==================== design 1
[config.mk]
export PLATFORM = sky130hd
export DESIGN_NAME = inst_fetch_unit_flat
export DESIGN_NICKNAME = d
export VERILOG_FILES = /design/src/rtl/inst_fetch_unit_pkg.sv /design/src/rtl/inst_fetch_unit_if.sv /design/src/rtl/inst_fetch_unit_fetch_hold_buffer.sv /design/src/rtl/inst_fetch_unit.sv /design/src/flat_wrapper.sv
export SDC_FILE = /design/constraint.sdc
export NUM_CORES = 1
export LEC_CHECK = 0
export ABC_CLOCK_PERIOD_IN_PS = 4700
export CAP_MARGIN = 0
export CORE_ASPECT_RATIO = 2
export CORE_MARGIN = 3
export CORE_UTILIZATION = 57
export DETAILED_ROUTE_END_ITERATION = 12
export PLACE_DENSITY_LB_ADDON = 0.08
export SLEW_MARGIN = 20
export SYNTH_ARGS = -nofsm -noshare
export SYNTH_HDL_FRONTEND = slang
export SYNTH_HIERARCHICAL = 1
export SYNTH_SLANG_ARGS = --single-unit
[constraint.sdc]
create_clock -name clk -period 4.7 [get_ports clk]
set_input_delay 0.94 -clock clk [delete_from_list [all_inputs] [get_ports clk]]
set_output_delay 0.94 -clock clk [all_outputs]
set_load 0.02 [all_outputs]
[src/rtl/inst_fetch_unit_pkg.sv]
// Shared types and constants for the instruction fetch stage.
// Optional build macro: FETCH_PERF_CNT_EN (adds fetch_cnt / wait_cnt outputs).
package inst_fetch_unit_pkg;

   localparam int          ADDR_BUS       = 32;
   localparam int          DATA_BUS       = 32;
   localparam logic [31:0] DEF_RESET_PC   = 32'h0000_0000;
   localparam logic [31:0] DEF_EXC_VECTOR = 32'h0000_0180;
   localparam int          PC_INC         = 4;

   // FETCH: a request is (or is about to be) on the memory port.
   // HOLD:  an instruction arrived during a stall and sits in the hold buffer.
   typedef enum logic {
      ST_FETCH = 1'b0,
      ST_HOLD  = 1'b1
   } fetch_state_e;

   // Debug view of the control state, for checkers and waveforms.
   typedef struct packed {
      fetch_state_e state;
      logic         discard;
      logic         hold_valid;
   } fetch_dbg_t;

   // Saturating 32-bit increment used by the performance counters.
   function automatic logic [31:0] sat_inc32(input logic [31:0] v);
      return (v == 32'hFFFF_FFFF) ? v : v + 32'd1;
   endfunction

endpackage

[src/rtl/inst_fetch_unit_if.sv]
// Instruction memory port of the fetch stage.
// Optional build macro: FETCH_PERF_CNT_EN (no effect on this file).
//
// Handshake: imem_req=1 opens a request for imem_addr. While the request is
// open, imem_req and imem_addr stay stable; the request is never withdrawn.
// The cycle in which imem_ack=1 completes it, and imem_rdata is valid only in
// that cycle. At most one request is open at any time.
interface inst_fetch_unit_if
   import inst_fetch_unit_pkg::*;
#(
   parameter int DATA_WIDTH = DATA_BUS,
   parameter int ADDR_WIDTH = ADDR_BUS
) ();

   logic                  imem_req;
   logic [ADDR_WIDTH-1:0] imem_addr;
   logic                  imem_ack;
   logic [DATA_WIDTH-1:0] imem_rdata;

   modport master (
      output imem_req,
      output imem_addr,
      input  imem_ack,
      input  imem_rdata
   );

   modport slave (
      input  imem_req,
      input  imem_addr,
      output imem_ack,
      output imem_rdata
   );

endinterface

[src/rtl/inst_fetch_unit_fetch_hold_buffer.sv]
// One-entry {pc, inst, valid} buffer that parks an instruction received while
// the decode boundary is stalled. Priority: clear > load > pop.
// Optional build macro: FETCH_PERF_CNT_EN (no effect on this file).
module fetch_hold_buffer #(
   parameter int DATA_WIDTH = 32,
   parameter int ADDR_WIDTH = 32
) (
   input  logic                  clk,
   input  logic                  rst,
   input  logic                  load,
   input  logic                  pop,
   input  logic                  clear,
   input  logic [ADDR_WIDTH-1:0] load_pc,
   input  logic [DATA_WIDTH-1:0] load_inst,
   output logic                  valid,
   output logic [ADDR_WIDTH-1:0] pc,
   output logic [DATA_WIDTH-1:0] inst
);

   logic                  valid_q, valid_d;
   logic [ADDR_WIDTH-1:0] pc_q, pc_d;
   logic [DATA_WIDTH-1:0] inst_q, inst_d;

   // Next-entry selection.
   always_comb begin
      valid_d = valid_q;
      pc_d    = pc_q;
      inst_d  = inst_q;
      if (clear) begin
         valid_d = 1'b0;
      end else if (load) begin
         valid_d = 1'b1;
         pc_d    = load_pc;
         inst_d  = load_inst;
      end else if (pop) begin
         valid_d = 1'b0;
      end
   end

   // Entry registers.
   always_ff @(posedge clk) begin
      if (rst) begin
         valid_q <= 1'b0;
         pc_q    <= '0;
         inst_q  <= '0;
      end else begin
         valid_q <= valid_d;
         pc_q    <= pc_d;
         inst_q  <= inst_d;
      end
   end

   assign valid = valid_q;
   assign pc    = pc_q;
   assign inst  = inst_q;

endmodule

[src/rtl/inst_fetch_unit.sv]
// Instruction fetch stage: owns the PC, talks to instruction memory over a
// req/ack port and presents pc/inst/bubble to the fetch-to-decode register.
// Optional build macro: FETCH_PERF_CNT_EN adds fetch_cnt and wait_cnt outputs.
module inst_fetch_unit
   import inst_fetch_unit_pkg::*;
#(
   parameter int                    DATA_WIDTH = DATA_BUS,
   parameter int                    ADDR_WIDTH = ADDR_BUS,
   parameter logic [ADDR_WIDTH-1:0] RESET_PC   = ADDR_WIDTH'(DEF_RESET_PC),
   parameter logic [ADDR_WIDTH-1:0] EXC_VECTOR = ADDR_WIDTH'(DEF_EXC_VECTOR)
) (
   input  logic                  clk,
   input  logic                  rst,
   input  logic                  stall,
   input  logic                  branch_taken,
   input  logic [ADDR_WIDTH-1:0] branch_target,
   input  logic                  global_flush,
   inst_fetch_unit_if.master     imem,
   output logic [ADDR_WIDTH-1:0] pc_out,
   output logic [DATA_WIDTH-1:0] inst_out,
   output logic                  bubble_out,
   output fetch_dbg_t            dbg
`ifdef FETCH_PERF_CNT_EN
   ,
   output logic [31:0]           fetch_cnt,
   output logic [31:0]           wait_cnt
`endif
);

   fetch_state_e          state_q, state_d;
   logic [ADDR_WIDTH-1:0] fetch_pc_q, fetch_pc_d;
   logic [ADDR_WIDTH-1:0] addr_q, addr_d;
   logic                  req_q, req_d;
   logic                  discard_q, discard_d;
   logic [ADDR_WIDTH-1:0] pc_q, pc_d;
   logic [DATA_WIDTH-1:0] inst_q, inst_d;
   logic                  bubble_q, bubble_d;

   logic                  ack_v;
   logic                  redirect;
   logic [ADDR_WIDTH-1:0] redirect_raw;
   logic [ADDR_WIDTH-1:0] redirect_pc;
   logic                  hb_load, hb_pop, hb_clear, hb_valid;
   logic [ADDR_WIDTH-1:0] hb_pc;
   logic [DATA_WIDTH-1:0] hb_inst;

   // An ack only counts while our own request is open.
   assign ack_v        = imem.imem_ack & req_q;
   assign redirect     = global_flush | branch_taken;
   assign redirect_raw = global_flush ? EXC_VECTOR : branch_target;
   assign redirect_pc  = {redirect_raw[ADDR_WIDTH-1:2], 2'b00};

   // Fetch control: redirect first, then draining the hold buffer, then acks.
   always_comb begin
      state_d    = state_q;
      fetch_pc_d = fetch_pc_q;
      discard_d  = discard_q;
      pc_d       = pc_q;
      inst_d     = inst_q;
      bubble_d   = bubble_q;
      hb_load    = 1'b0;
      hb_pop     = 1'b0;
      hb_clear   = 1'b0;
      if (redirect) begin
         // An ack in this very cycle is simply dropped; without one, the
         // open request's answer is still coming and must be thrown away.
         fetch_pc_d = redirect_pc;
         hb_clear   = 1'b1;
         bubble_d   = 1'b1;
         state_d    = ST_FETCH;
         discard_d  = req_q & ~imem.imem_ack;
      end else if (state_q == ST_HOLD) begin
         if (!stall) begin
            pc_d     = hb_pc;
            inst_d   = hb_inst;
            bubble_d = 1'b0;
            hb_pop   = 1'b1;
            state_d  = ST_FETCH;
         end
      end else if (ack_v) begin
         if (discard_q) begin
            discard_d = 1'b0;
         end else if (stall) begin
            hb_load    = 1'b1;
            fetch_pc_d = fetch_pc_q + ADDR_WIDTH'(PC_INC);
            state_d    = ST_HOLD;
         end else begin
            pc_d       = fetch_pc_q;
            inst_d     = imem.imem_rdata;
            bubble_d   = 1'b0;
            fetch_pc_d = fetch_pc_q + ADDR_WIDTH'(PC_INC);
         end
      end else if (!stall) begin
         bubble_d = 1'b1;
      end
      // The request port is registered; while a stale request is still open
      // its address must not move, so the new target waits in fetch_pc.
      req_d  = (state_d == ST_FETCH);
      addr_d = discard_d ? addr_q : fetch_pc_d;
   end

   // State, PC, request port and decode-boundary output registers.
   always_ff @(posedge clk) begin
      if (rst) begin
         state_q    <= ST_FETCH;
         fetch_pc_q <= RESET_PC;
         addr_q     <= RESET_PC;
         req_q      <= 1'b0;
         discard_q  <= 1'b0;
         pc_q       <= '0;
         inst_q     <= '0;
         bubble_q   <= 1'b1;
      end else begin
         state_q    <= state_d;
         fetch_pc_q <= fetch_pc_d;
         addr_q     <= addr_d;
         req_q      <= req_d;
         discard_q  <= discard_d;
         pc_q       <= pc_d;
         inst_q     <= inst_d;
         bubble_q   <= bubble_d;
      end
   end

   fetch_hold_buffer #(
      .DATA_WIDTH(DATA_WIDTH),
      .ADDR_WIDTH(ADDR_WIDTH)
   ) u_hold (
      .clk      (clk),
      .rst      (rst),
      .load     (hb_load),
      .pop      (hb_pop),
      .clear    (hb_clear),
      .load_pc  (fetch_pc_q),
      .load_inst(imem.imem_rdata),
      .valid    (hb_valid),
      .pc       (hb_pc),
      .inst     (hb_inst)
   );

   assign imem.imem_req  = req_q;
   assign imem.imem_addr = addr_q;
   assign pc_out         = pc_q;
   assign inst_out       = inst_q;
   assign bubble_out     = bubble_q;
   assign dbg            = '{state: state_q, discard: discard_q, hold_valid: hb_valid};

`ifdef FETCH_PERF_CNT_EN
   logic [31:0] fetch_cnt_q, fetch_cnt_d;
   logic [31:0] wait_cnt_q, wait_cnt_d;
   logic        deliver;

   // A delivery is any edge that loads a fresh valid instruction.
   assign deliver = ~redirect &
                    (((state_q == ST_HOLD) & ~stall) |
                     ((state_q == ST_FETCH) & ack_v & ~discard_q & ~stall));

   // Saturating counts of deliveries and of memory wait cycles.
   always_comb begin
      fetch_cnt_d = deliver ? sat_inc32(fetch_cnt_q) : fetch_cnt_q;
      wait_cnt_d  = (req_q & ~imem.imem_ack) ? sat_inc32(wait_cnt_q) : wait_cnt_q;
   end

   // Counter registers.
   always_ff @(posedge clk) begin
      if (rst) begin
         fetch_cnt_q <= '0;
         wait_cnt_q  <= '0;
      end else begin
         fetch_cnt_q <= fetch_cnt_d;
         wait_cnt_q  <= wait_cnt_d;
      end
   end

   assign fetch_cnt = fetch_cnt_q;
   assign wait_cnt  = wait_cnt_q;
`endif

endmodule
[src/flat_wrapper.sv]
// flat-port wrapper written by rule: the top's interface ports become plain ports
module inst_fetch_unit_flat import inst_fetch_unit_pkg::*;
#(
   parameter int                    DATA_WIDTH = DATA_BUS,
   parameter int                    ADDR_WIDTH = ADDR_BUS,
   parameter logic [ADDR_WIDTH-1:0] RESET_PC   = ADDR_WIDTH'(DEF_RESET_PC),
   parameter logic [ADDR_WIDTH-1:0] EXC_VECTOR = ADDR_WIDTH'(DEF_EXC_VECTOR)
)
  (clk, rst, stall, branch_taken, branch_target, global_flush, pc_out, inst_out, bubble_out, dbg, imem_imem_req, imem_imem_addr, imem_imem_ack, imem_imem_rdata);
  inst_fetch_unit_if #(.DATA_WIDTH(DATA_WIDTH), .ADDR_WIDTH(ADDR_WIDTH)) imem_i ();
  input  logic clk;
  input  logic rst;
  input  logic stall;
  input  logic branch_taken;
  input  logic [ADDR_WIDTH-1:0] branch_target;
  input  logic global_flush;
  output logic [ADDR_WIDTH-1:0] pc_out;
  output logic [DATA_WIDTH-1:0] inst_out;
  output logic bubble_out;
  output fetch_dbg_t dbg;
  output wire logic [$bits(imem_i.imem_req)-1:0] imem_imem_req;
  output wire logic [$bits(imem_i.imem_addr)-1:0] imem_imem_addr;
  input wire logic [$bits(imem_i.imem_ack)-1:0] imem_imem_ack;
  input wire logic [$bits(imem_i.imem_rdata)-1:0] imem_imem_rdata;
  assign imem_imem_req = imem_i.imem_req;
  assign imem_imem_addr = imem_i.imem_addr;
  assign imem_i.imem_ack = imem_imem_ack;
  assign imem_i.imem_rdata = imem_imem_rdata;
  inst_fetch_unit #(.DATA_WIDTH(DATA_WIDTH), .ADDR_WIDTH(ADDR_WIDTH), .RESET_PC(RESET_PC), .EXC_VECTOR(EXC_VECTOR)) u_core (.clk(clk), .rst(rst), .stall(stall), .branch_taken(branch_taken), .branch_target(branch_target), .global_flush(global_flush), .imem(imem_i), .pc_out(pc_out), .inst_out(inst_out), .bubble_out(bubble_out), .dbg(dbg));
endmodule
**Design 1: metal 2**

Bar = 20 um.
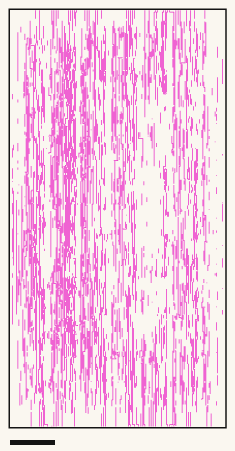
share of all routed wire: 51%
main direction: vertical
longest straight run: 63.2 um
wire length on this layer: 11800 um
nets with wire on the layer: 976
DR vias: 7569
met2 global-route usage: 44.92%

**Design 1: the metal 3 layer**

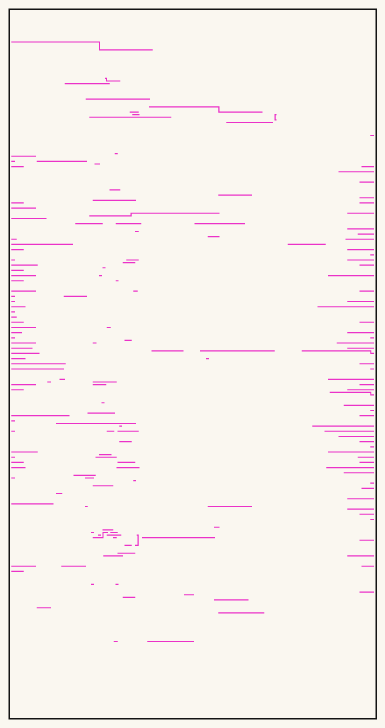
share of all routed wire: 4.3%
wire length on this layer: 1000 um
main direction: horizontal
nets with wire on the layer: 139
longest straight run: 23.0 um
total wire length after detailed routing: 23.13 mm
met3 capacity usage during global routing: 4.531%

==> Table 3: Implementation characteristics <==
Characteristics after synthesis and place and route

Parameter                              Value

Run status
  Result of the run    finished clean

Floorplanning
  Initial Util    around 58%

Yosys
  Mapped Avg Cell Area    9.599 sq um
  Most common cell in the netlist    dfxtp_1
  Proportion of netlist area held by the largest area contributor    between 40 and 50%
  Proportion of synthesized flip-flops having asynchronous set or reset    0%
  Post-Synthesis Cells    approximately 960

Place
  Detailed placer's ending HPWL    between 15 and 20 mm

Final timing
  Total negative setup slack    0 ns
  Count of final max-slew check failures    0

Setup path
  Critical Path Start Type    primary input

Power
  Combinational fraction of design power    roughly a tenth
  Max VDD drop    roughly 0.23 mV
  Final Total Pwr    between 3 and 4 mW

Finish
  Fraction of final layout cells with drive strength greater than 1    11.15%

Clock network
  Hold buffer count at CTS    0
## kinds of logic (layout without fill, tap and decap cells)
kind of cell / count (synthesis) / in the layout / synth area share, %
simple gates: 361 / 361 / 24.18
compound gates: 217 / 217 / 17.91
flops: 197 / 197 / 42.93
buf+inv: 96 / 224 / 5.707
mux: 75 / 75 / 8.186
xor+xnor: 10 / 10 / 0.9535
fa+ha+maj: 1 / 1 / 0.1362
## metal layers
layer,part of all wire [%],track usage [%]
met1,41,31.97
met3,4.3,4.531
met2,51,44.92
met4,3.7,12.14
met5,0,0

==================== design 2
**Design 2: power grid**

Bar = 50 um. Pins as bars on the die edge.
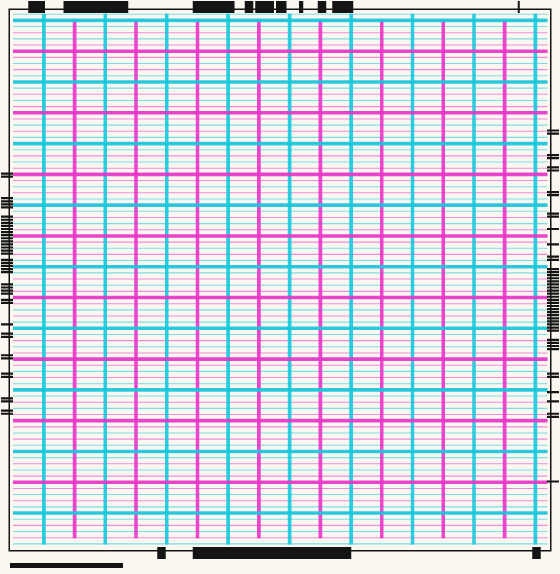
--- config.mk ---
export PLATFORM = sky130hd
export DESIGN_NAME = mem_c_deskew
export DESIGN_NICKNAME = d
export VERILOG_FILES = /design/src/rtl/mem_c_deskew_pkg.sv /design/src/rtl/mem_c_lane.sv /design/src/rtl/mem_c_deskew.sv
export SDC_FILE = /design/constraint.sdc
export NUM_CORES = 1
export LEC_CHECK = 0
export ABC_AREA = 0
export ABC_CLOCK_PERIOD_IN_PS = 3200
export CAP_MARGIN = 0
export CORE_UTILIZATION = 35
export DETAILED_ROUTE_END_ITERATION = 7
export PLACE_DENSITY = 0.56
export SLEW_MARGIN = 20
export SYNTH_ARGS = -nofsm -noshare
export SYNTH_HDL_FRONTEND = slang
export SYNTH_SLANG_ARGS = --single-unit
--- constraint.sdc ---
create_clock -name clk -period 3.2 [get_ports clk]
set_input_delay 0.64 -clock clk [delete_from_list [all_inputs] [get_ports clk]]
set_output_delay 0.64 -clock clk [all_outputs]
set_load 0.02 [all_outputs]
--- src/rtl/mem_c_deskew_pkg.sv ---
// Shared sizing and lane-vector type for the systolic matmul memories
// (A/B input skew, C output de-skew) and the array itself.
package mem_c_deskew_pkg;

  localparam int unsigned DIM     = 8;
  localparam int unsigned BITS_AB = 8;
  localparam int unsigned BITS_C  = 16;

  typedef logic signed [DIM-1:0][BITS_C-1:0] c_row_t;

endpackage

--- src/rtl/mem_c_lane.sv ---
// One de-skew lane: a signed shift register of fixed depth that shifts
// every cycle, cleared by async reset or synchronous clr.
module mem_c_lane
  import mem_c_deskew_pkg::*;
#(
  parameter int unsigned DEPTH  = 1,
  parameter int unsigned BITS_C = mem_c_deskew_pkg::BITS_C
) (
  input  logic                     clk,
  input  logic                     rst_n,
  input  logic                     clr,
  input  logic signed [BITS_C-1:0] d,
  output logic signed [BITS_C-1:0] q
);

  logic signed [BITS_C-1:0] sr [DEPTH];

  always_ff @(posedge clk or negedge rst_n) begin
    if (!rst_n) begin
      for (int unsigned i = 0; i < DEPTH; i++) sr[i] <= '0;
    end else if (clr) begin
      for (int unsigned i = 0; i < DEPTH; i++) sr[i] <= '0;
    end else begin
      sr[0] <= d;
      for (int unsigned i = 1; i < DEPTH; i++) sr[i] <= sr[i-1];
    end
  end

  assign q = sr[DEPTH-1];

endmodule

--- src/rtl/mem_c_deskew.sv ---
// Output de-skew buffer: realigns the staggered result lanes of the systolic
// array into one row vector with a valid strobe, row counter and tile-end flag.
module mem_c_deskew
  import mem_c_deskew_pkg::*;
#(
  parameter int unsigned DIM    = mem_c_deskew_pkg::DIM,
  parameter int unsigned BITS_C = mem_c_deskew_pkg::BITS_C
) (
  input  logic                              clk,
  input  logic                              rst_n,
  input  logic                              clr,
  input  logic                              en,
  input  logic signed [DIM-1:0][BITS_C-1:0] Cin,
  output logic signed [DIM-1:0][BITS_C-1:0] Cout,
  output logic                              vld,
  output logic                              last,
  output logic [$clog2(DIM)-1:0]            row_cnt
);

  localparam int unsigned CW = $clog2(DIM);

  logic [DIM-1:0] vpipe;

  // Lane j sees its data j cycles late, so it needs DIM-j stages to line up.
  for (genvar j = 0; j < DIM; j++) begin : g_lane
    mem_c_lane #(
      .DEPTH  (DIM - j),
      .BITS_C (BITS_C)
    ) u_lane (
      .clk   (clk),
      .rst_n (rst_n),
      .clr   (clr),
      .d     (Cin[j]),
      .q     (Cout[j])
    );
  end

  always_ff @(posedge clk or negedge rst_n) begin
    if (!rst_n)   vpipe <= '0;
    else if (clr) vpipe <= '0;
    else          vpipe <= {vpipe[DIM-2:0], en};
  end

  assign vld = vpipe[DIM-1];

  // clr takes priority over a row leaving in the same cycle.
  always_ff @(posedge clk or negedge rst_n) begin
    if (!rst_n)   row_cnt <= '0;
    else if (clr) row_cnt <= '0;
    else if (vld) row_cnt <= (row_cnt == CW'(DIM - 1)) ? '0 : row_cnt + 1'b1;
  end

  assign last = vld && (row_cnt == CW'(DIM - 1));

endmodule

==> Table 3: Implementation characteristics <==
Characteristics after synthesis and place and route

Parameter                              Value

Finish
  Fill cells    approximately 4900
  Dominant class by area    flip-flops and latches
  Most common logic cells in the final layout    587 x dfrtp_1, 584 x nor2b_1, 262 x clkdlybuf4s50_1

Yosys
  Proportion of synthesized flip-flops having asynchronous set or reset    100.0%
  Main kind of combinational logic by area    simple AND/OR/NAND/NOR gates
  Combined area of all synthesized cells    19580 sq um
  Synth Register Bits    between 500 and 600

Final timing
  Period utilization    85.06%
  Final setup margin    roughly 0.48 ns
  Total negative setup slack    0 ns
  Count of final max-slew check failures    0
  RSZ-0062 raised after global routing    no

Power
  Combinational fraction of design power    ~4.6%

Worst hold path
  Hold Path Class    reg -> reg

Clock network
  Clock slew at the register clock pins of the worst setup and hold paths    about 0.060 ns
  H-tree lvl count    2

Detailed routing
  Remaining antenna violation count after routing    0

Run status
  Result of the run    finished clean

GRT
  Pin count of the biggest net entering global routing    between 100 and 150
  Total congestion overflow after global routing    0

Place
  Placed instance count    ~2200

Flow run
  Reported max-cap violation count    0

Setup path
  Buffers and inverters on the worst path    1
Notes on 'power grid' of design 2 above:
[VDD] magenta
[VSS] cyan
rows: 86
met5 straps: 17
signal pins: 265

==> routing by layer <==
| layer | part of all wire [%] | GRT usage (%) | vias to the layer above |
|---|---|---|---|
| met5 | 0 | 0 | - |
| li1 | - | - | 4332 |
| met1 | 43 | 14.07 | 4503 |
| met4 | 3.4 | 5.070 | 0 |
| met3 | 4.5 | 2.852 | 66 |
| met2 | 49 | 17.84 | 172 |
==> state kept, by name, indices dropped and copies added (netlist names) <==
name	count
g_lane.u_lane.sr	448
g_lane.u_lane.q	128
vpipe	8
row_cnt	3

==================== design 3
===== src/rtl/video_timing_gen.sv =====
// ---------------------------------------------------------------------------
// video_timing_gen
//
// Parametrised raster timing generator. Two free-running counters (hc, vc)
// walk the full raster; every ce edge registers the decode of the current
// counter position, so all outputs come directly from flops and are aligned
// with each other, one clk behind the counter state.
//
// Ports:
//   clk          in   pixel clock
//   reset        in   asynchronous active-high reset
//   ce           in   pixel clock enable
//   hcount       out  horizontal position of the output pixel (CNT_W)
//   vcount       out  vertical position of the output line (CNT_W)
//   de           out  active-area data enable
//   hsync        out  horizontal sync, active level HSYNC_POL
//   vsync        out  vertical sync, active level VSYNC_POL
//   sof          out  one-clk strobe at pixel (0,0)
//   sol          out  one-clk strobe at hcount=0 of each active line
//   vblank_start out  one-clk strobe at (0, V_ACTIVE)
//   frame_cnt    out  completed-frame count, wraps (FRAME_W)
// ---------------------------------------------------------------------------
module video_timing_gen #(
  parameter int CNT_W     = 11,
  parameter int FRAME_W   = 8,
  parameter int H_ACTIVE  = 640,
  parameter int H_FP      = 16,
  parameter int H_SYNC    = 64,
  parameter int H_BP      = 114,
  parameter int V_ACTIVE  = 480,
  parameter int V_FP      = 1,
  parameter int V_SYNC    = 3,
  parameter int V_BP      = 16,
  parameter bit HSYNC_POL = 1'b0,
  parameter bit VSYNC_POL = 1'b0
) (
  input  logic               clk,
  input  logic               reset,
  input  logic               ce,
  output logic [CNT_W-1:0]   hcount,
  output logic [CNT_W-1:0]   vcount,
  output logic               de,
  output logic               hsync,
  output logic               vsync,
  output logic               sof,
  output logic               sol,
  output logic               vblank_start,
  output logic [FRAME_W-1:0] frame_cnt
);

  localparam int H_TOTAL = H_ACTIVE + H_FP + H_SYNC + H_BP;
  localparam int V_TOTAL = V_ACTIVE + V_FP + V_SYNC + V_BP;

  // All comparison constants are pre-cast to the counter width. Sync end
  // positions are strictly below the totals, so they always fit.
  localparam logic [CNT_W-1:0] H_LAST   = CNT_W'(H_TOTAL - 1);
  localparam logic [CNT_W-1:0] V_LAST   = CNT_W'(V_TOTAL - 1);
  localparam logic [CNT_W-1:0] H_ACT_C  = CNT_W'(H_ACTIVE);
  localparam logic [CNT_W-1:0] V_ACT_C  = CNT_W'(V_ACTIVE);
  localparam logic [CNT_W-1:0] HS_START = CNT_W'(H_ACTIVE + H_FP);
  localparam logic [CNT_W-1:0] HS_END   = CNT_W'(H_ACTIVE + H_FP + H_SYNC);
  localparam logic [CNT_W-1:0] VS_START = CNT_W'(V_ACTIVE + V_FP);
  localparam logic [CNT_W-1:0] VS_END   = CNT_W'(V_ACTIVE + V_FP + V_SYNC);

  logic [CNT_W-1:0] hc_reg;
  logic [CNT_W-1:0] vc_reg;
  logic [CNT_W-1:0] hc_next;
  logic [CNT_W-1:0] vc_next;
  logic             h_wrap;
  logic             frame_end;
  logic             de_next;
  logic             hsync_next;
  logic             vsync_next;
  logic             sof_next;
  logic             sol_next;
  logic             vblank_start_next;

  // Counter advance and output decode of the current (hc, vc).
  always_comb begin
    h_wrap    = (hc_reg == H_LAST);
    frame_end = h_wrap && (vc_reg == V_LAST);

    hc_next = h_wrap ? '0 : hc_reg + CNT_W'(1);
    vc_next = vc_reg;
    if (h_wrap) begin
      vc_next = (vc_reg == V_LAST) ? '0 : vc_reg + CNT_W'(1);
    end

    de_next    = (hc_reg < H_ACT_C) && (vc_reg < V_ACT_C);
    hsync_next = ((hc_reg >= HS_START) && (hc_reg < HS_END)) ? HSYNC_POL : ~HSYNC_POL;
    // vsync depends on vc only, so its edges fall on hc=0 automatically.
    vsync_next = ((vc_reg >= VS_START) && (vc_reg < VS_END)) ? VSYNC_POL : ~VSYNC_POL;

    sof_next          = (hc_reg == '0) && (vc_reg == '0);
    sol_next          = (hc_reg == '0) && (vc_reg < V_ACT_C);
    vblank_start_next = (hc_reg == '0) && (vc_reg == V_ACT_C);
  end

  always_ff @(posedge clk or posedge reset) begin
    if (reset) begin
      hc_reg       <= '0;
      vc_reg       <= '0;
      hcount       <= '0;
      vcount       <= '0;
      de           <= 1'b0;
      hsync        <= ~HSYNC_POL;
      vsync        <= ~VSYNC_POL;
      sof          <= 1'b0;
      sol          <= 1'b0;
      vblank_start <= 1'b0;
      frame_cnt    <= '0;
    end else if (ce) begin
      hc_reg       <= hc_next;
      vc_reg       <= vc_next;
      hcount       <= hc_reg;
      vcount       <= vc_reg;
      de           <= de_next;
      hsync        <= hsync_next;
      vsync        <= vsync_next;
      sof          <= sof_next;
      sol          <= sol_next;
      vblank_start <= vblank_start_next;
      if (frame_end) begin
        frame_cnt <= frame_cnt + FRAME_W'(1);
      end
    end else begin
      // Strobes drop on any non-ce edge so they stay exactly one clk wide
      // however ce is patterned; everything else holds.
      sof          <= 1'b0;
      sol          <= 1'b0;
      vblank_start <= 1'b0;
    end
  end

endmodule


===== config.mk =====
export PLATFORM = sky130hd
export DESIGN_NAME = video_timing_gen
export DESIGN_NICKNAME = d
export VERILOG_FILES = /design/src/rtl/video_timing_gen.sv
export SDC_FILE = /design/constraint.sdc
export NUM_CORES = 1
export LEC_CHECK = 0
export CORE_ASPECT_RATIO = 2
export CORE_MARGIN = 3
export CORE_UTILIZATION = 25
export CTS_BUF_LIST = sky130_fd_sc_hd__clkbuf_4
export DETAILED_ROUTE_END_ITERATION = 7
export GPL_ROUTABILITY_DRIVEN = 1
export HOLD_SLACK_MARGIN = 0.03
export MAX_ROUTING_LAYER = met4
export PLACE_DENSITY = 0.55
export SETUP_SLACK_MARGIN = 0.02
export SLEW_MARGIN = 20
export SYNTH_ARGS = -nofsm -noshare
export SYNTH_HDL_FRONTEND = slang
export SYNTH_SLANG_ARGS = --single-unit

===== constraint.sdc =====
create_clock -name clk -period 2 [get_ports clk]
set_input_delay 0.4 -clock clk [delete_from_list [all_inputs] [get_ports clk]]
set_output_delay 0.4 -clock clk [all_outputs]
set_load 0.01 [all_outputs]

==> Table 3: Implementation characteristics <==
Characteristics after synthesis and place and route

Parameter                              Value

Yosys
  Yosys chip area    about 2700 sq um
  Proportion of netlist area held by the largest area contributor    between 50% and 60%
  Most numerous cell types in the synthesized netlist    56 x dfrtp_1, 22 x mux2_2, 14 x nand3_1
  Top area cells in the synthesized netlist    dfrtp_1 53%, mux2_2 9.3%, xnor2_1 3.6%, ha_1 3.3%, xor2_1 3.3%
  Floorplan net count    235
  Library cells used by synthesis    around 40
  Flip-flops with a built-in enable    0
  Most common cell in the netlist    dfrtp_1

Setup path
  Required arrival time at the worst endpoint    2.32 ns
  CP endpoint kind    flop
  Critical Path Start Type    flop
  Buffers and inverters on the worst path    0

Final timing
  Period utilization    a little over nine tenths
  Final worst hold slack    ~0.34 ns
  F_max    ~0.52 GHz
  Setup clock skew after layout    approximately 0.018 ns

Floorplanning
  Placeable Area    around 10000 sq um

Run status
  Result of the run    finished clean

GRT
  Routing usage on met1    between 10% and 20%
  Total congestion overflow after global routing    0

Place
  Detailed placer's ending HPWL    ~4.8 mm
  Input/output buffers    38

Detailed routing
  Met3 WL    189 um

Clock network
  H-tree lvl count    3
  Maximum number of buffers from clock root to sink    2

Finish
  Final design utilization    between 30% and 40%
==> final cells by class <==
type / count / area [sq um]
Clock buffer: 9 / 67.56
Clock inverter: 7 / 92.59
Fill cell: 1033 / 6583
Inverter: 11 / 41.29
Multi-Input combinational cell: 147 / 1146
Sequential cell: 58 / 1454
Tap cell: 135 / 168.9
Timing Repair Buffer: 73 / 661.9
==> cell families (layout without fill, tap and decap cells) <==
group,Yosys count,after routing,share of synthesized area (%)
buf+inv,20,100,3.156
flops,58,58,54.73
mux,26,26,10.88
fa+ha+maj,7,7,3.297
simple gates,78,78,17.52
compound gates,15,15,3.485
xor+xnor,21,21,6.924
**Design 3: wiring by layer**

Bar = 20 um. Two of the layers only.
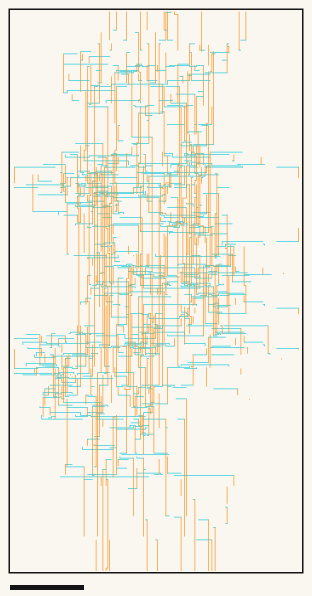
[M2] orange | wire length: 3750 um
[M1] cyan | wire length: 2370 um
total track usage: 11.86%
total wire length after detailed routing: 6.441 mm
average wire length per cell after detail routing: 14.64 um

**Design 3: clock nets**

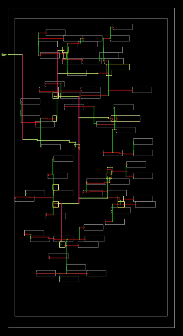
number of clock sinks seen by CTS: 58
clock latency on the worst-skew pair: 0.41 ns
Clock buffer cells: 9


No activity file was given, so power comes from the tool's default toggle rates.
